# block 1

`src/rtl/alu_core.sv`:
```
// alu_core: registered integer ALU for the execute stage.
// The operation is computed combinationally from the sampled inputs and
// captured in a single output register together with its status flags.
module alu_core #(
  parameter int WIDTH = 16
) (
  input  logic             clk,
  input  logic             rst_n,
  input  logic             in_valid,
  input  logic [WIDTH-1:0] a,
  input  logic [WIDTH-1:0] b,
  input  logic [3:0]       alu_control,
  output logic [WIDTH-1:0] result,
  output logic             out_valid,
  output logic             zero,
  output logic             negative,
  output logic             carry,
  output logic             overflow
);

  localparam int SH_W = $clog2(WIDTH);

  localparam logic [3:0] OP_NOP   = 4'b0000;
  localparam logic [3:0] OP_ADD   = 4'b0001;
  localparam logic [3:0] OP_SUB   = 4'b0010;
  localparam logic [3:0] OP_AND   = 4'b0011;
  localparam logic [3:0] OP_OR    = 4'b0100;
  localparam logic [3:0] OP_XOR   = 4'b0101;
  localparam logic [3:0] OP_NOR   = 4'b0110;
  localparam logic [3:0] OP_NOT   = 4'b0111;
  localparam logic [3:0] OP_SLL   = 4'b1000;
  localparam logic [3:0] OP_SRL   = 4'b1001;
  localparam logic [3:0] OP_SRA   = 4'b1010;
  localparam logic [3:0] OP_SLT   = 4'b1011;
  localparam logic [3:0] OP_SLTU  = 4'b1100;
  localparam logic [3:0] OP_PASSB = 4'b1101;
  localparam logic [3:0] OP_ROL   = 4'b1110;
  localparam logic [3:0] OP_ROR   = 4'b1111;

  // Signed overflow of a + b: same operand signs, result sign differs.
  function automatic logic add_ovf(input logic sa, input logic sb, input logic sr);
    return (sa == sb) && (sr != sa);
  endfunction

  // Signed overflow of a - b: operand signs differ, result sign differs from a.
  function automatic logic sub_ovf(input logic sa, input logic sb, input logic sr);
    return (sa != sb) && (sr != sa);
  endfunction

  logic signed [WIDTH-1:0]   a_s;
  logic signed [WIDTH-1:0]   b_s;
  logic signed [WIDTH-1:0]   sra_v;
  logic        [WIDTH:0]     sum_v;
  logic        [WIDTH:0]     diff_v;
  logic        [SH_W-1:0]    sh;
  logic        [2*WIDTH-1:0] dbl_l;
  logic        [2*WIDTH-1:0] dbl_r;
  logic        [WIDTH-1:0]   alu_res;
  logic                      alu_c;
  logic                      alu_v;

  logic [WIDTH-1:0] result_d,   result_q;
  logic             out_valid_d, out_valid_q;
  logic             zero_d,     zero_q;
  logic             negative_d, negative_q;
  logic             carry_d,    carry_q;
  logic             overflow_d, overflow_q;

  assign a_s = a;
  assign b_s = b;

  // Operation decode: result, carry/borrow and signed overflow for the request.
  always_comb begin
    sum_v   = {1'b0, a} + {1'b0, b};
    diff_v  = {1'b0, a} - {1'b0, b};
    sh      = b[SH_W-1:0];
    sra_v   = a_s >>> sh;
    // Rotates use a doubled copy of a so the wrapped bits fall out of a plain shift.
    dbl_l   = {a, a} << sh;
    dbl_r   = {a, a} >> sh;
    alu_res = '0;
    alu_c   = 1'b0;
    alu_v   = 1'b0;
    case (alu_control)
      OP_NOP:   alu_res = '0;
      OP_ADD: begin
        alu_res = sum_v[WIDTH-1:0];
        alu_c   = sum_v[WIDTH];
        alu_v   = add_ovf(a[WIDTH-1], b[WIDTH-1], sum_v[WIDTH-1]);
      end
      OP_SUB: begin
        alu_res = diff_v[WIDTH-1:0];
        alu_c   = diff_v[WIDTH];
        alu_v   = sub_ovf(a[WIDTH-1], b[WIDTH-1], diff_v[WIDTH-1]);
      end
      OP_AND:   alu_res = a & b;
      OP_OR:    alu_res = a | b;
      OP_XOR:   alu_res = a ^ b;
      OP_NOR:   alu_res = ~(a | b);
      OP_NOT:   alu_res = ~a;
      OP_SLL:   alu_res = a << sh;
      OP_SRL:   alu_res = a >> sh;
      OP_SRA:   alu_res = sra_v;
      OP_SLT:   alu_res = {{(WIDTH-1){1'b0}}, (a_s < b_s)};
      OP_SLTU:  alu_res = {{(WIDTH-1){1'b0}}, (a < b)};
      OP_PASSB: alu_res = b;
      OP_ROL:   alu_res = dbl_l[2*WIDTH-1:WIDTH];
      OP_ROR:   alu_res = dbl_r[WIDTH-1:0];
      default:  alu_res = '0;
    endcase
  end

  // Next state: load on a request, otherwise hold result and flags.
  always_comb begin
    out_valid_d = in_valid;
    result_d    = result_q;
    zero_d      = zero_q;
    negative_d  = negative_q;
    carry_d     = carry_q;
    overflow_d  = overflow_q;
    if (in_valid) begin
      result_d   = alu_res;
      zero_d     = (alu_res == '0);
      negative_d = alu_res[WIDTH-1];
      carry_d    = alu_c;
      overflow_d = alu_v;
    end
  end

  // Output register; reset clears everything, including the flags.
  always_ff @(posedge clk or negedge rst_n) begin
    if (!rst_n) begin
      result_q    <= '0;
      out_valid_q <= 1'b0;
      zero_q      <= 1'b0;
      negative_q  <= 1'b0;
      carry_q     <= 1'b0;
      overflow_q  <= 1'b0;
    end else begin
      result_q    <= result_d;
      out_valid_q <= out_valid_d;
      zero_q      <= zero_d;
      negative_q  <= negative_d;
      carry_q     <= carry_d;
      overflow_q  <= overflow_d;
    end
  end

  assign result    = result_q;
  assign out_valid = out_valid_q;
  assign zero      = zero_q;
  assign negative  = negative_q;
  assign carry     = carry_q;
  assign overflow  = overflow_q;

endmodule

```
`config.mk`:
```
export PLATFORM = sky130hd
export DESIGN_NAME = alu_core
export DESIGN_NICKNAME = d
export VERILOG_FILES = /design/src/rtl/alu_core.sv
export SDC_FILE = /design/constraint.sdc
export NUM_CORES = 1
export LEC_CHECK = 0
export CAP_MARGIN = 20
export CORE_UTILIZATION = 40
export CTS_BUF_LIST = sky130_fd_sc_hd__clkbuf_16
export CTS_CLUSTER_SIZE = 14
export DETAILED_ROUTE_END_ITERATION = 7
export SLEW_MARGIN = 20
export SYNTH_ARGS = -nofsm -noshare
export SYNTH_HDL_FRONTEND = slang
export SYNTH_SLANG_ARGS = --single-unit
```
`constraint.sdc`:
```
create_clock -name clk -period 0.8 [get_ports clk]
set_input_delay 0.16 -clock clk [delete_from_list [all_inputs] [get_ports clk]]
set_output_delay 0.16 -clock clk [all_outputs]
set_load 0.02 [all_outputs]
```
# block 2

### src/rtl/fifo_arb_pkg.sv
// Shared state encoding, parameter defaults and index helper for the FIFO write arbiter.
// Latency: none, constants and a pure function only.
// Backpressure: not applicable.
package fifo_arb_pkg;

  typedef enum logic {
    IDLE  = 1'b0,
    GRANT = 1'b1
  } arb_state_t;

  localparam int NREQ_DEF      = 4;
  localparam int DSIZE_DEF     = 8;
  localparam int MAX_BURST_DEF = 4;
  localparam int CNT_W         = 8;

  // Requester index plus one, wrapping at n (round-robin successor).
  function automatic int wrap_inc(input int idx, input int n);
    return (idx + 1 >= n) ? 0 : idx + 1;
  endfunction

endpackage

### src/rtl/rr_pick.sv
// Round-robin search: first set request bit at start, start+1, ... wrapping at NREQ.
// Latency: purely combinational.
// Backpressure: none; the caller decides when the result is used.
module rr_pick
  import fifo_arb_pkg::*;
#(
  parameter int NREQ = NREQ_DEF,
  parameter int IW   = $clog2(NREQ)
) (
  input  logic [NREQ-1:0] req,
  input  logic [IW-1:0]   start,
  output logic            found,
  output logic [IW-1:0]   idx
);

  // Candidate index for each search position, already wrapped.
  logic [IW-1:0] cand [NREQ];

  for (genvar k = 0; k < NREQ; k++) begin : g_cand
    assign cand[k] = IW'((int'(start) + k) % NREQ);
  end

  // Take the first candidate that is requesting; later positions lose.
  always_comb begin
    found = 1'b0;
    idx   = '0;
    for (int k = 0; k < NREQ; k++) begin
      if (!found && req[cand[k]]) begin
        found = 1'b1;
        idx   = cand[k];
      end
    end
  end

endmodule

### src/rtl/fifo_wr_arb.sv
// Round-robin arbiter granting up to MAX_BURST words per requester into one FIFO write port.
// Latency: first ack one cycle after req from idle; acks/winc/wdata are combinational in GRANT.
// Backpressure: I_wfull holds the grant and freezes the burst count; no ack or winc while full.
module fifo_wr_arb
  import fifo_arb_pkg::*;
#(
  parameter int NREQ      = NREQ_DEF,
  parameter int DSIZE     = DSIZE_DEF,
  parameter int MAX_BURST = MAX_BURST_DEF
) (
  input  logic                     I_clk,
  input  logic                     I_rst,
  input  logic [NREQ-1:0]          I_req,
  input  logic [NREQ*DSIZE-1:0]    I_data,
  output logic [NREQ-1:0]          O_ack,
  output logic                     O_winc,
  output logic [DSIZE-1:0]         O_wdata,
  input  logic                     I_wfull,
  output logic                     O_gnt_vld,
  output logic [$clog2(NREQ)-1:0]  O_gnt_id
);

  localparam int IW = $clog2(NREQ);

  arb_state_t       state_q, state_d;
  logic [IW-1:0]    gnt_q, gnt_d;
  logic [IW-1:0]    ptr_q, ptr_d;
  logic [CNT_W-1:0] cnt_q, cnt_d;

  logic [IW-1:0]    nxt_id;
  logic [IW-1:0]    pick_start;
  logic [IW-1:0]    pick_idx;
  logic             pick_found;
  logic             granted;
  logic             req_gnt;
  logic             xfer;
  logic             burst_end;
  logic             rel;

  // Reset masks the grant immediately so nothing is acked in the reset cycle.
  assign granted    = (state_q == GRANT) && !I_rst;
  assign req_gnt    = I_req[gnt_q];
  assign xfer       = granted && req_gnt && !I_wfull;
  assign burst_end  = (cnt_q == CNT_W'(MAX_BURST - 1));
  assign rel        = granted && ((xfer && burst_end) || !req_gnt);
  assign nxt_id     = IW'(wrap_inc(int'(gnt_q), NREQ));

  // One search shared by both paths: from ptr when idle, from the successor on release,
  // so the releasing requester is considered last.
  assign pick_start = (state_q == GRANT) ? nxt_id : ptr_q;

  rr_pick #(
    .NREQ (NREQ),
    .IW   (IW)
  ) u_rr_pick (
    .req   (I_req),
    .start (pick_start),
    .found (pick_found),
    .idx   (pick_idx)
  );

  // Write-side outputs follow the granted requester with no register stage.
  always_comb begin
    O_ack        = '0;
    O_ack[gnt_q] = xfer;
    O_winc       = xfer;
    O_wdata      = granted ? I_data[int'(gnt_q)*DSIZE +: DSIZE] : '0;
    O_gnt_vld    = granted;
    O_gnt_id     = I_rst ? '0 : gnt_q;
  end

  // Next-state: arbitrate from idle, count words, release and re-arbitrate in the same cycle.
  always_comb begin
    state_d = state_q;
    gnt_d   = gnt_q;
    cnt_d   = cnt_q;
    ptr_d   = ptr_q;
    case (state_q)
      IDLE: begin
        if (pick_found) begin
          state_d = GRANT;
          gnt_d   = pick_idx;
          cnt_d   = '0;
        end
      end
      GRANT: begin
        if (xfer) begin
          cnt_d = cnt_q + CNT_W'(1);
        end
        if (rel) begin
          ptr_d = nxt_id;
          cnt_d = '0;
          if (pick_found) begin
            gnt_d = pick_idx;
          end else begin
            state_d = IDLE;
          end
        end
      end
      default: state_d = IDLE;
    endcase
  end

  // State register with synchronous reset back to idle, search restarting at requester 0.
  always_ff @(posedge I_clk) begin
    if (I_rst) begin
      state_q <= IDLE;
      gnt_q   <= '0;
      cnt_q   <= '0;
      ptr_q   <= '0;
    end else begin
      state_q <= state_d;
      gnt_q   <= gnt_d;
      cnt_q   <= cnt_d;
      ptr_q   <= ptr_d;
    end
  end

endmodule

### config.mk
export PLATFORM = sky130hd
export DESIGN_NAME = fifo_wr_arb
export DESIGN_NICKNAME = d
export VERILOG_FILES = /design/src/rtl/fifo_arb_pkg.sv /design/src/rtl/rr_pick.sv /design/src/rtl/fifo_wr_arb.sv
export SDC_FILE = /design/constraint.sdc
export NUM_CORES = 1
export LEC_CHECK = 0
export ABC_AREA = 1
export ABC_CLOCK_PERIOD_IN_PS = 2600
export CAP_MARGIN = 25
export CORE_MARGIN = 2
export CORE_UTILIZATION = 42
export CTS_BUF_LIST = sky130_fd_sc_hd__clkbuf_4
export CTS_CLUSTER_SIZE = 14
export DETAILED_ROUTE_END_ITERATION = 8
export MAX_ROUTING_LAYER = met4
export PLACE_DENSITY = 0.78
export SYNTH_ARGS = -nofsm -noshare
export SYNTH_HDL_FRONTEND = slang
export SYNTH_SLANG_ARGS = --single-unit
### constraint.sdc
create_clock -name I_clk -period 2.6 [get_ports I_clk]
set_clock_uncertainty 0.1 [all_clocks]
set_input_delay 0.26 -clock I_clk [delete_from_list [all_inputs] [get_ports I_clk]]
set_output_delay 0.26 -clock I_clk [all_outputs]
set_load 0.02 [all_outputs]
# block 3

## config.mk

```make
export PLATFORM = sky130hd
export DESIGN_NAME = l2_request_issuer_flat
export DESIGN_NICKNAME = d
export VERILOG_FILES = /design/src/rtl/l2_request_issuer_if.sv /design/src/rtl/l2_request_issuer.sv /design/src/flat_wrapper.sv
export SDC_FILE = /design/constraint.sdc
export NUM_CORES = 1
export LEC_CHECK = 0
export CAP_MARGIN = 40
export CORE_MARGIN = 1
export CORE_UTILIZATION = 56
export DETAILED_ROUTE_END_ITERATION = 12
export PLACE_DENSITY = 0.79
export RECOVER_POWER = 25
export SYNTH_ARGS = -nofsm -noshare
export SYNTH_HDL_FRONTEND = slang
export SYNTH_SLANG_ARGS = --single-unit
```

## constraint.sdc

```tcl
create_clock -name clk -period 10.95 [get_ports clk]
set_input_delay 2.19 -clock clk [delete_from_list [all_inputs] [get_ports clk]]
set_output_delay 2.19 -clock clk [all_outputs]
set_load 0.05 [all_outputs]
```

## src/rtl/l2_request_issuer_if.sv

```systemverilog
// l2_arbitration_interface: request/grant handshake between L2 requesters and the round-robin arbiter
interface l2_arbitration_interface #(
  parameter int NUM_PORTS = 4,
  parameter int PW = (NUM_PORTS > 1) ? $clog2(NUM_PORTS) : 1
);
  logic [NUM_PORTS-1:0] requests;
  logic                 strobe;
  logic                 grantee_valid;
  logic [NUM_PORTS-1:0] grantee_v;
  logic [PW-1:0]        grantee_i;
  modport master (output requests, strobe, input grantee_valid, grantee_v, grantee_i);
  modport slave (input requests, strobe, output grantee_valid, grantee_v, grantee_i);
endinterface

```

## src/rtl/l2_request_issuer.sv

```systemverilog
// l2_request_issuer: per-port request queues feeding one arbitrated, registered output stage
module l2_request_issuer #(
  parameter int NUM_PORTS = 4,
  parameter int ADDR_W = 30,
  parameter int DATA_W = 32,
  parameter int QUEUE_DEPTH = 2,
  parameter int PW = (NUM_PORTS > 1) ? $clog2(NUM_PORTS) : 1
) (
  input  logic                        clk,
  input  logic                        rst,
  input  logic [NUM_PORTS-1:0]        in_valid,
  output logic [NUM_PORTS-1:0]        in_ready,
  input  logic [NUM_PORTS*ADDR_W-1:0] in_addr,
  input  logic [NUM_PORTS-1:0]        in_rnw,
  input  logic [NUM_PORTS*4-1:0]      in_be,
  input  logic [NUM_PORTS*DATA_W-1:0] in_wdata,
  l2_arbitration_interface.master     arb,
  output logic                        out_valid,
  input  logic                        out_ready,
  output logic [PW-1:0]               out_port,
  output logic [ADDR_W-1:0]           out_addr,
  output logic                        out_rnw,
  output logic [3:0]                  out_be,
  output logic [DATA_W-1:0]           out_wdata
);
  localparam int QW = $clog2(QUEUE_DEPTH);
  localparam int EW = ADDR_W + 1 + 4 + DATA_W;
  logic [NUM_PORTS-1:0]         nonempty;
  logic [NUM_PORTS-1:0][EW-1:0] heads;
  logic                         load_en;
  logic                         strobe;
  logic                         unused_grantee_v;
  assign load_en = ~out_valid | out_ready;
  assign strobe = arb.grantee_valid & load_en;
  assign arb.strobe = strobe;
  assign arb.requests = nonempty;
  assign unused_grantee_v = ^arb.grantee_v;
  for (genvar p = 0; p < NUM_PORTS; p++) begin : g_q
    logic [EW-1:0] mem [QUEUE_DEPTH];
    logic [QW-1:0] wr_ptr, rd_ptr;
    logic [QW:0]   cnt;
    logic          push, pop;
    assign nonempty[p] = cnt != '0;
    assign in_ready[p] = cnt != (QW+1)'(QUEUE_DEPTH);
    assign push = in_valid[p] & in_ready[p];
    assign pop = strobe & (arb.grantee_i == PW'(p));
    assign heads[p] = mem[rd_ptr];
    always_ff @(posedge clk)
      if (push) mem[wr_ptr] <= {in_addr[p*ADDR_W +: ADDR_W], in_rnw[p], in_be[p*4 +: 4], in_wdata[p*DATA_W +: DATA_W]};
    always_ff @(posedge clk or posedge rst)
      if (rst) begin
        wr_ptr <= '0;
        rd_ptr <= '0;
        cnt <= '0;
      end else begin
        if (push) wr_ptr <= wr_ptr + QW'(1);
        if (pop) rd_ptr <= rd_ptr + QW'(1);
        cnt <= cnt + (QW+1)'(push) - (QW+1)'(pop);
      end
    assert property (@(posedge clk) disable iff (rst) pop |-> nonempty[p]);
    assert property (@(posedge clk) disable iff (rst) push |-> cnt != (QW+1)'(QUEUE_DEPTH));
  end
  always_ff @(posedge clk or posedge rst)
    if (rst) begin
      out_valid <= 1'b0;
      out_port <= '0;
      {out_addr, out_rnw, out_be, out_wdata} <= '0;
    end else if (strobe) begin
      out_valid <= 1'b1;
      out_port <= arb.grantee_i;
      {out_addr, out_rnw, out_be, out_wdata} <= heads[arb.grantee_i];
    end else if (out_ready) out_valid <= 1'b0;
  assert property (@(posedge clk) disable iff (rst) strobe |-> arb.requests[arb.grantee_i]);
endmodule

```

## src/flat_wrapper.sv

```systemverilog
// flat-port wrapper written by rule: the top's interface ports become plain ports
module l2_request_issuer_flat 
#(
  parameter int NUM_PORTS = 4,
  parameter int ADDR_W = 30,
  parameter int DATA_W = 32,
  parameter int QUEUE_DEPTH = 2,
  parameter int PW = (NUM_PORTS > 1) ? $clog2(NUM_PORTS) : 1
)
  (clk, rst, in_valid, in_ready, in_addr, in_rnw, in_be, in_wdata, out_valid, out_ready, out_port, out_addr, out_rnw, out_be, out_wdata, arb_requests, arb_strobe, arb_grantee_valid, arb_grantee_v, arb_grantee_i);
  l2_arbitration_interface #(.NUM_PORTS(NUM_PORTS), .PW(PW)) arb_i ();
  input  logic clk;
  input  logic rst;
  input  logic [NUM_PORTS-1:0] in_valid;
  output logic [NUM_PORTS-1:0] in_ready;
  input  logic [NUM_PORTS*ADDR_W-1:0] in_addr;
  input  logic [NUM_PORTS-1:0] in_rnw;
  input  logic [NUM_PORTS*4-1:0] in_be;
  input  logic [NUM_PORTS*DATA_W-1:0] in_wdata;
  output logic out_valid;
  input  logic out_ready;
  output logic [PW-1:0] out_port;
  output logic [ADDR_W-1:0] out_addr;
  output logic out_rnw;
  output logic [3:0] out_be;
  output logic [DATA_W-1:0] out_wdata;
  output wire logic [$bits(arb_i.requests)-1:0] arb_requests;
  output wire logic [$bits(arb_i.strobe)-1:0] arb_strobe;
  input wire logic [$bits(arb_i.grantee_valid)-1:0] arb_grantee_valid;
  input wire logic [$bits(arb_i.grantee_v)-1:0] arb_grantee_v;
  input wire logic [$bits(arb_i.grantee_i)-1:0] arb_grantee_i;
  assign arb_requests = arb_i.requests;
  assign arb_strobe = arb_i.strobe;
  assign arb_i.grantee_valid = arb_grantee_valid;
  assign arb_i.grantee_v = arb_grantee_v;
  assign arb_i.grantee_i = arb_grantee_i;
  l2_request_issuer #(.NUM_PORTS(NUM_PORTS), .ADDR_W(ADDR_W), .DATA_W(DATA_W), .QUEUE_DEPTH(QUEUE_DEPTH), .PW(PW)) u_core (.clk(clk), .rst(rst), .in_valid(in_valid), .in_ready(in_ready), .in_addr(in_addr), .in_rnw(in_rnw), .in_be(in_be), .in_wdata(in_wdata), .arb(arb_i), .out_valid(out_valid), .out_ready(out_ready), .out_port(out_port), .out_addr(out_addr), .out_rnw(out_rnw), .out_be(out_be), .out_wdata(out_wdata));
endmodule
```

# block 4

File: config.mk
export PLATFORM = sky130hd
export DESIGN_NAME = ldst_control_unit
export DESIGN_NICKNAME = d
export VERILOG_FILES = /design/src/rtl/minisrc_ctrl_pkg.sv /design/src/rtl/ctrl_wait_timer.sv /design/src/rtl/ldst_control_unit.sv
export SDC_FILE = /design/constraint.sdc
export NUM_CORES = 1
export LEC_CHECK = 0
export CORE_UTILIZATION = 35
export DETAILED_ROUTE_END_ITERATION = 16
export GPL_TIMING_DRIVEN = 0
export PLACE_DENSITY = 0.81
export SLEW_MARGIN = 5
export SYNTH_ARGS = -nofsm -noshare
export SYNTH_HDL_FRONTEND = slang
export SYNTH_HIERARCHICAL = 1
export SYNTH_SLANG_ARGS = --single-unit
export TNS_END_PERCENT = 1
File: constraint.sdc
create_clock -name Clock -period 2.8 [get_ports Clock]
set_clock_uncertainty 0.15 [all_clocks]
set_input_delay 0.42 -clock Clock [delete_from_list [all_inputs] [get_ports Clock]]
set_output_delay 0.42 -clock Clock [all_outputs]
set_load 0.01 [all_outputs]
File: src/rtl/minisrc_ctrl_pkg.sv
// Shared constants for the Mini-SRC control sequencer: state codes, opcodes,
// IR field positions and the default ALU add code.
package minisrc_ctrl_pkg;

  localparam int unsigned STATE_W = 4;
  localparam int unsigned OPC_W   = 5;

  // State codes double as the debug step value.
  localparam logic [3:0] S_RESET = 4'd0;
  localparam logic [3:0] S_T0    = 4'd1;
  localparam logic [3:0] S_T1    = 4'd2;
  localparam logic [3:0] S_T2    = 4'd3;
  localparam logic [3:0] S_T3    = 4'd4;
  localparam logic [3:0] S_T4    = 4'd5;
  localparam logic [3:0] S_T5    = 4'd6;
  localparam logic [3:0] S_T6    = 4'd7;
  localparam logic [3:0] S_T7    = 4'd8;
  localparam logic [3:0] S_HALT  = 4'd15;

  localparam logic [4:0] OPC_LD   = 5'b00000;
  localparam logic [4:0] OPC_LDI  = 5'b00001;
  localparam logic [4:0] OPC_ST   = 5'b00010;
  localparam logic [4:0] OPC_NOP  = 5'b11010;
  localparam logic [4:0] OPC_HALT = 5'b11011;

  // IR field positions
  localparam int unsigned IR_OPC_HI = 31;
  localparam int unsigned IR_OPC_LO = 27;
  localparam int unsigned IR_RA_HI  = 26;
  localparam int unsigned IR_RA_LO  = 23;
  localparam int unsigned IR_RB_HI  = 22;
  localparam int unsigned IR_RB_LO  = 19;
  localparam int unsigned IR_C_HI   = 18;
  localparam int unsigned IR_C_LO   = 0;

  localparam logic [4:0] OP_ADD_DEFAULT = 5'b00100;

endpackage

File: src/rtl/ctrl_wait_timer.sv
// Memory wait-state counter: loads MEM_WAIT, decrements (saturating at 0),
// done is high when the count reads 0.
// Ports: Clock, Clear (async active-low), load, dec, done.
module ctrl_wait_timer #(
  parameter int unsigned MEM_WAIT = 0
) (
  input  logic Clock,
  input  logic Clear,
  input  logic load,
  input  logic dec,
  output logic done
);

  localparam int unsigned CNT_W = (MEM_WAIT > 0) ? $clog2(MEM_WAIT + 1) : 1;

  logic [CNT_W-1:0] cnt_q, cnt_d;

  // Next count: load wins over decrement
  always_comb begin
    cnt_d = cnt_q;
    if (load) begin
      cnt_d = CNT_W'(MEM_WAIT);
    end else if (dec && (cnt_q != '0)) begin
      cnt_d = cnt_q - CNT_W'(1);
    end
  end

  always_ff @(posedge Clock or negedge Clear) begin
    if (!Clear) cnt_q <= '0;
    else        cnt_q <= cnt_d;
  end

  assign done = (cnt_q == '0);

endmodule

File: src/rtl/ldst_control_unit.sv
// Hardwired Moore control sequencer for the Mini-SRC datapath (ld/ldi/st/nop/halt).
// Inputs: Clock, Clear (async active-low), IR, CON_Out (reserved), Stop.
// Outputs: register load/drive enables, select/memory/PC strobes, OP, Run,
// illegal_op (T3 pulse), step (state code for debug).
module ldst_control_unit
  import minisrc_ctrl_pkg::*;
#(
  parameter int unsigned MEM_WAIT = 0,
  parameter logic [4:0]  OP_ADD   = OP_ADD_DEFAULT
) (
  input  logic        Clock,
  input  logic        Clear,
  input  logic [31:0] IR,
  input  logic        CON_Out,
  input  logic        Stop,
  output logic PCin, IRin, HIin, LOin, ZHighin, ZLowin, MARin, MDRin, OutPort, Yin,
  output logic PCout, HIout, LOout, ZHighout, ZLowout, InPort, MDRout, Cout,
  output logic Gra, Grb, Grc, Rin, Rout, BAout, Read, Write, IncPC, CON_In, GLR,
  output logic [4:0]  OP,
  output logic        Run,
  output logic        illegal_op,
  output logic [3:0]  step
);

  logic [STATE_W-1:0] state_q, state_d;
  logic [OPC_W-1:0]   opc_q, opc_d, opc_c;
  logic               to_t0_c;
  logic               wait_done;
  logic               unused_ir;

  // Only the opcode is needed here; register fields are consumed by the datapath.
  assign unused_ir = ^{IR[IR_RA_HI:IR_RA_LO], IR[IR_RB_HI:IR_RB_LO],
                       IR[IR_C_HI:IR_C_LO], CON_Out};

  // The datapath IR is written at the end of T2, so the opcode is read live in
  // T3 and held from then on; the stale IR at the T2->T3 edge is never used.
  assign opc_c = (state_q == S_T3) ? IR[IR_OPC_HI:IR_OPC_LO] : opc_q;
  assign opc_d = opc_c;

  // Reload the wait counter on every state change so it is fresh on entry.
  ctrl_wait_timer #(.MEM_WAIT(MEM_WAIT)) u_wait (
    .Clock (Clock),
    .Clear (Clear),
    .load  (state_d != state_q),
    .dec   (1'b1),
    .done  (wait_done)
  );

  // Next-state: to_t0_c marks an instruction boundary, where Stop is honoured
  always_comb begin
    state_d = state_q;
    to_t0_c = 1'b0;
    case (state_q)
      S_RESET: to_t0_c = 1'b1;
      S_T0:    state_d = S_T1;
      S_T1:    if (wait_done) state_d = S_T2;
      S_T2:    state_d = S_T3;
      S_T3: begin
        case (opc_c)
          OPC_LD, OPC_LDI, OPC_ST: state_d = S_T4;
          OPC_HALT:                state_d = S_HALT;
          default:                 to_t0_c = 1'b1;
        endcase
      end
      S_T4:    state_d = S_T5;
      S_T5: begin
        if (opc_c == OPC_LDI) to_t0_c = 1'b1;
        else                  state_d = S_T6;
      end
      S_T6: begin
        if (opc_c != OPC_LD || wait_done) state_d = S_T7;
      end
      S_T7: begin
        if (opc_c != OPC_ST || wait_done) to_t0_c = 1'b1;
      end
      S_HALT:  state_d = S_HALT;
      default: state_d = S_RESET;
    endcase
    if (to_t0_c) state_d = Stop ? S_HALT : S_T0;
  end

  always_ff @(posedge Clock or negedge Clear) begin
    if (!Clear) begin
      state_q <= S_RESET;
      opc_q   <= '0;
    end else begin
      state_q <= state_d;
      opc_q   <= opc_d;
    end
  end

  // Moore output decode
  always_comb begin
    {PCin, IRin, HIin, LOin, ZHighin, ZLowin, MARin, MDRin, OutPort, Yin} = '0;
    {PCout, HIout, LOout, ZHighout, ZLowout, InPort, MDRout, Cout}        = '0;
    {Gra, Grb, Grc, Rin, Rout, BAout, Read, Write, IncPC, CON_In, GLR}    = '0;
    OP         = '0;
    illegal_op = 1'b0;
    step       = state_q;
    Run        = (state_q != S_RESET) && (state_q != S_HALT);
    case (state_q)
      S_T0: begin PCout = 1'b1; MARin = 1'b1; IncPC = 1'b1; end
      S_T1: begin Read = 1'b1; MDRin = 1'b1; end
      S_T2: begin MDRout = 1'b1; IRin = 1'b1; end
      S_T3: begin
        case (opc_c)
          OPC_LD, OPC_LDI, OPC_ST: begin Grb = 1'b1; BAout = 1'b1; Yin = 1'b1; end
          OPC_NOP, OPC_HALT: ;
          default: illegal_op = 1'b1;
        endcase
      end
      S_T4: begin Cout = 1'b1; OP = OP_ADD; ZHighin = 1'b1; ZLowin = 1'b1; end
      S_T5: begin
        ZLowout = 1'b1;
        if (opc_c == OPC_LDI) begin Gra = 1'b1; Rin = 1'b1; end
        else                  MARin = 1'b1;
      end
      S_T6: begin
        if (opc_c == OPC_LD) begin Read = 1'b1; MDRin = 1'b1; end
        else                 begin Gra = 1'b1; Rout = 1'b1; MDRin = 1'b1; end
      end
      S_T7: begin
        MDRout = 1'b1;
        if (opc_c == OPC_LD) begin Gra = 1'b1; Rin = 1'b1; end
        else                 Write = 1'b1;
      end
      default: ;
    endcase
  end

endmodule

Fig. 1: block 3, clock nets
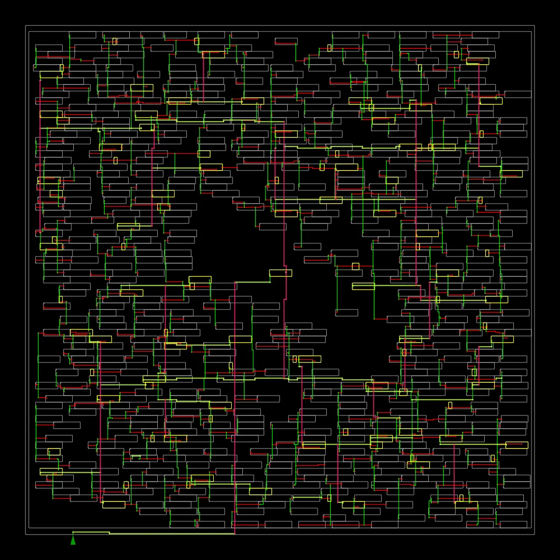
total number of clock tree sinks: 622
Skew-Pair Late Insertion Delay: 620 ps
FF+latch count: 622
number of buffers created by CTS: 58
number of clock buffers in the layout: 88

==> flow_results.org, block 3 <==
* Implementation run

** Power
- Of the total power, combinational logic draws 0.282.
- Of all power groups, the one with the highest power is sequential cells.
- For this design the total switching power over the nets is 2.35 mW.

** Status
- Result of the run :: finished clean

** Synth
- Simple-gate share of the synthesized area :: 0.00734
- Biggest area consumer among synthesized cells :: edfxtp_1
- Proportion of synthesized chip area in sequential cells :: 0.759
- During synthesis, Yosys emitted a total of 0 warnings.
- Post-synth tally of flip-flops with integrated enable :: roughly 540

** Final timing
- Actual slew at the worst max-slew pin :: 871 ps
- For this run, the top clock speed supported by timing is 154 MHz.
- Final period demand of the worst path :: ~6500 ps

** Finish
- Register with the most flip-flops :: u_core.g_q.mem
- The register with the most flip-flops in the layout has 536 of them.
- The count of cells in the finished layout, fillers not included, comes to 2,289.
- Per the layout report, the design carries 384 non-clock buffers.
- Synth-to-Final Area Change :: 25.0%
- The layout stage reports a final design area of 30,100 sq um.
- Multi-input logic gates represent a cell area share of 0.177.

** Hold path
- STA shows the worst min-delay path finishing at u_core.out_wdata[28]$_DFFE_PP0P_.

** Critical path
- Grouping stages by cell kind, the critical path spends the most delay in buffers and inverters.
- At the worst endpoint, the arrival time is 4290 ps.
- The most critical setup path has its endpoint at arb_strobe.
- For the worst flop-to-flop path, the logic depth is 4.

** Flow run
- OpenROAD warning count :: 30

** Floorplanning
- I/O pin count :: 361

** Drt
- Detailed routing inserted a total of 13,600 vias.
- The routed design shows a via density per instance of slightly below 6.
- In the post-route report, total wirelength is listed as 60,200 um.

** CTS
- Number of buffers inserted for hold repair after clock tree synthesis :: 0
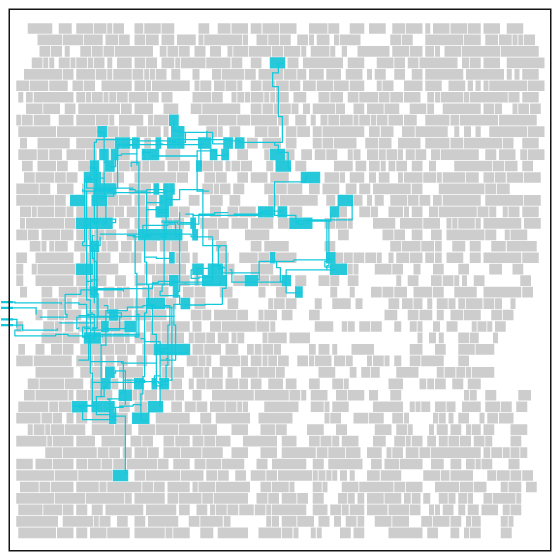
Fig. 2. Wires at chosen ports, followed through buffers (block 1).
[alu_control] cyan | direction: input | edge: left | end cells: 86 | buffers: 31 | wire: 1,580 um

Fig. 3: block 1, clock wires, drivers and flops
Bar = 50 um.
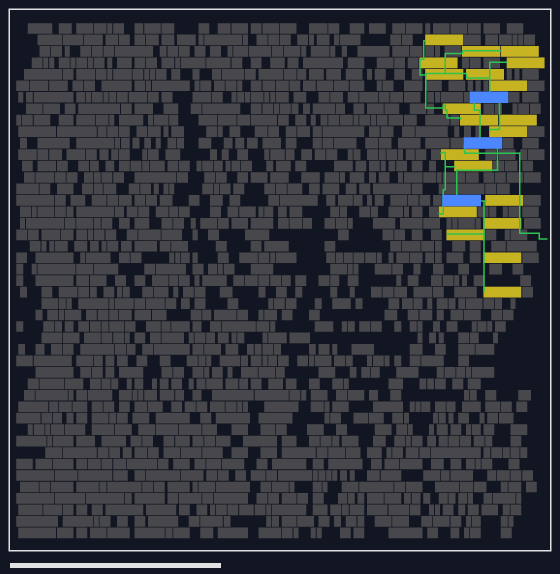
[cells driving clock nets] blue | count: 3
[flip-flops] yellow | count: 20
[clock wires] green | length: 233 um
flops lie: upper right
routed clock nets: 4
skew final: 0 ps
clock group share of total power: 0.119
clock network power: 1.35 mW
Skew-Pair Late Insertion Delay: 250 ps

==> flow_results.org, block 1 <==
* Implementation run

** Critical path
- The critical path ends at zero$_DFFE_PN0P_.
- The worst register-to-register path begins at result[4]$_DFFE_PN0P_.
- Longest individual stage delay on the worst path :: about 400 ps

** Finish
- With fillers left out, the area of the finished cells amounts to 11,700 sq um.
- FF+latch count :: 20
- The layout report lists the non-clock buffer share of cell area as 0.354.
- Final Util :: 0.760
- Of the total standard cell area in the layout, the multi-input combinational portion is 0.552.
- The register with the most flip-flops in the layout has 16 of them.
- Per the layout report, the design carries about 1,100 filler cells.
- Non-clock inverters in the final layout number 52.

** Power
- Post-layout power :: about 11 mW
- Sw Pwr :: ~4.8 mW

** Synth
- Tally of yosys warning messages :: 0
- For this run, asynchronously set or reset flops after synthesis account for 1.00.
- Post-Synthesis Cells :: 859
- Number of different library cells in the post-synthesis netlist :: 93

** Status
- Result of the run :: complete, but fails checks
- Failing checks :: negative setup slack

** Placement
- The post-placement cell area is between 9000 and 10,000 sq um.

** Drt
- First drt pass iteration count :: 8
- Routed length on met3 :: 3190 um
- Via total after detailed routing :: 8,914

** Final timing
- Setup violation total in the final timing report :: 40
- Min setup slack post-route :: -1980 ps
- Share of the cycle needed by the critical path after routing :: 3.47

** CTS
- After clock tree synthesis, the flow added hold-fix buffers numbering 0.
- TritonCTS clock tree :: done

** Floorplanning
- Die area :: 16,400 sq um
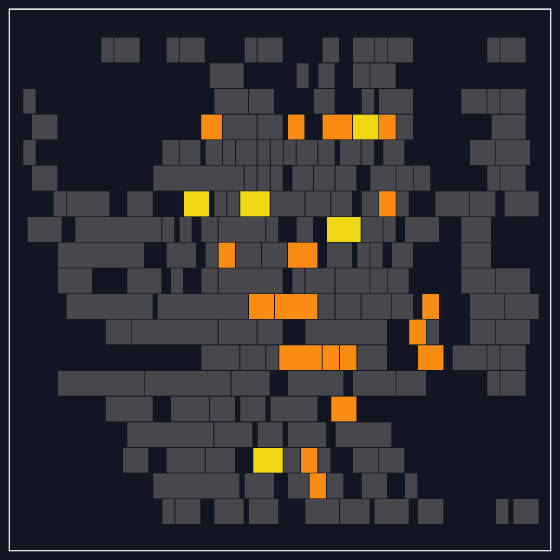
Fig. 4. Selected gate families (block 4).
[AND-OR and OR-AND gates] yellow | cells: 5
[inverting AOI/OAI gates] orange | cells: 18
commonest non-fill, non-tap cell in the layout: buf_4
fraction of standard cell area in multi-input logic: 0.433
Finished Layout Cells: 225

Fig. 5: block 4, routed metal, one colour a layer
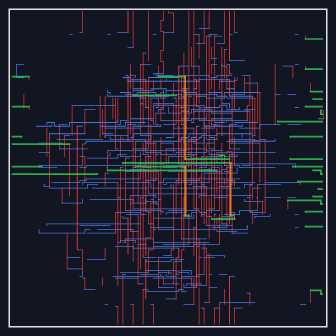
[met3] green | wire length: 177 um
[met1] blue | wire length: 1,220 um
[met2] red | wire length: 1,330 um
[met4] orange | wire length: 33.3 um

==> flow_results.org, block 4 <==
* Implementation run

** Drt
- The first routing iteration left 46 violations.
- In the final routing, the length of wire on met1 measures approximately 1200 um.
- The DRC violation total left in the routed layout is recorded as 4.

** Finish
- Combinational gate area :: 702 sq um
- After routing the design area is 1620 sq um.

** Status
- Failing checks :: design-rule violations, negative setup slack
- The flow ran to the end, but the final reports show violations.

** Power
- Power drawn by the sequential cells :: 0.268 mW
- Overall power consumption after layout is estimated at 1.51 mW.

** Critical path
- Nature of the critical path endpoint :: output port
- The critical path's slowest stage uses the library cell or4b_4.

** Global route
- Via count of the first global-routing pass :: about 980
- The first global-routing pass estimated 4460 um of wire.
- The number of antenna violations at the first check in global routing is 0.

** CTS
- Total number of clock tree sinks :: 10

** Final timing
- In the final timing run, aggregate negative setup slack is -101 ps.
- Max-slew violation count :: 0
- Setup slack on the critical path of the routed design comes to -63.0 ps.
- The final timing report counts setup violations totalling 2.

** Synth
- In the synthesized netlist, the dominant kind of combinational cell is simple AND/OR/NAND/NOR gates.
Fig. 6: block 2, clock nets
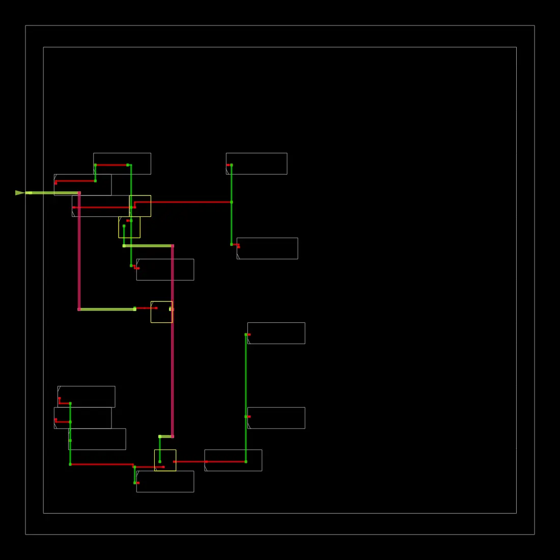
number of buffers created by CTS: 3
total number of clock tree sinks: 13
number of clock buffers in the layout: 4
Skew-Pair Late Insertion Delay: 280 ps

Fig. 7: block 2, selected gate families
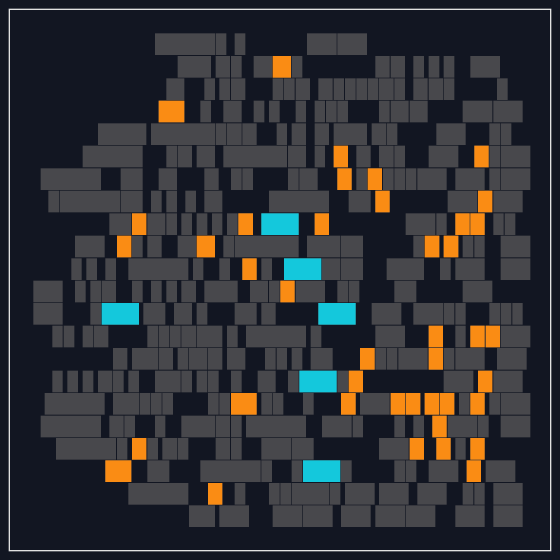
[inverting AOI/OAI gates] orange | cells: 41
[adder and majority cells] cyan | cells: 6 | where: centre
commonest non-fill, non-tap cell in the layout: nor2_1
Finished Layout Cells: 380
fraction of standard cell area in multi-input logic: 0.511

==> flow_results.org, block 2 <==
* Implementation run

** Critical path
- The longest incremental delay of any stage on the critical path is reported as 640 ps.

** Power
- The dominant power group in this design is combinational cells.
- Of the total power, registers draw 0.183.
- Clock group share of total power :: 0.079

** Synth
- After synthesis, the largest family of logic cells by area is simple AND/OR/NAND/NOR gates.
- The share of the Yosys chip area taken by registers is 0.165.
- The cell count after synthesis came out at 274.

** Final timing
- The worst path meets setup with 195 ps of slack.

** Placement
- Standard cell area after detailed placement :: 2190 sq um
- The number of placed instances, taps included, is approximately 380.

** Global route
- met1 track demand over resource after global routing is 0.316.
- The first global-routing pass estimated 7730 um of wire.

** Drt
- Drt first-iter violations :: 101
- Antenna violation net count after detailed routing :: 0

** Floorplanning
- In this run the count of I/O pins placed on the die edge is 55.

** Status
- Result of the run :: finished clean

** CTS
- Clock transition at the register clock pins on the worst setup and hold paths after CTS :: 80 ps

** Finish
- For this run, the post-layout net count is 378.


==> notes/layouts.md <==
Pictures saved along the way, in no particular order.

Routed metal, one colour a layer.
picture 1
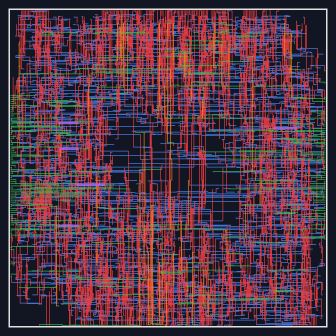
picture 2
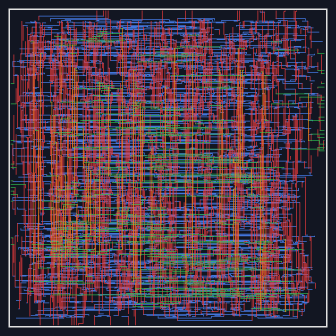
picture 3
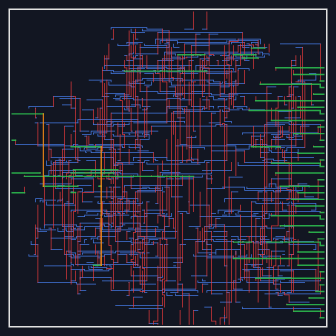
Block 2 is picture 3.
Block 3 is picture 1.
Block 1 is picture 2.
The one with the most wire is picture 1.
The one with the least wire is picture 3.

Power and IR drop assume default switching activity.
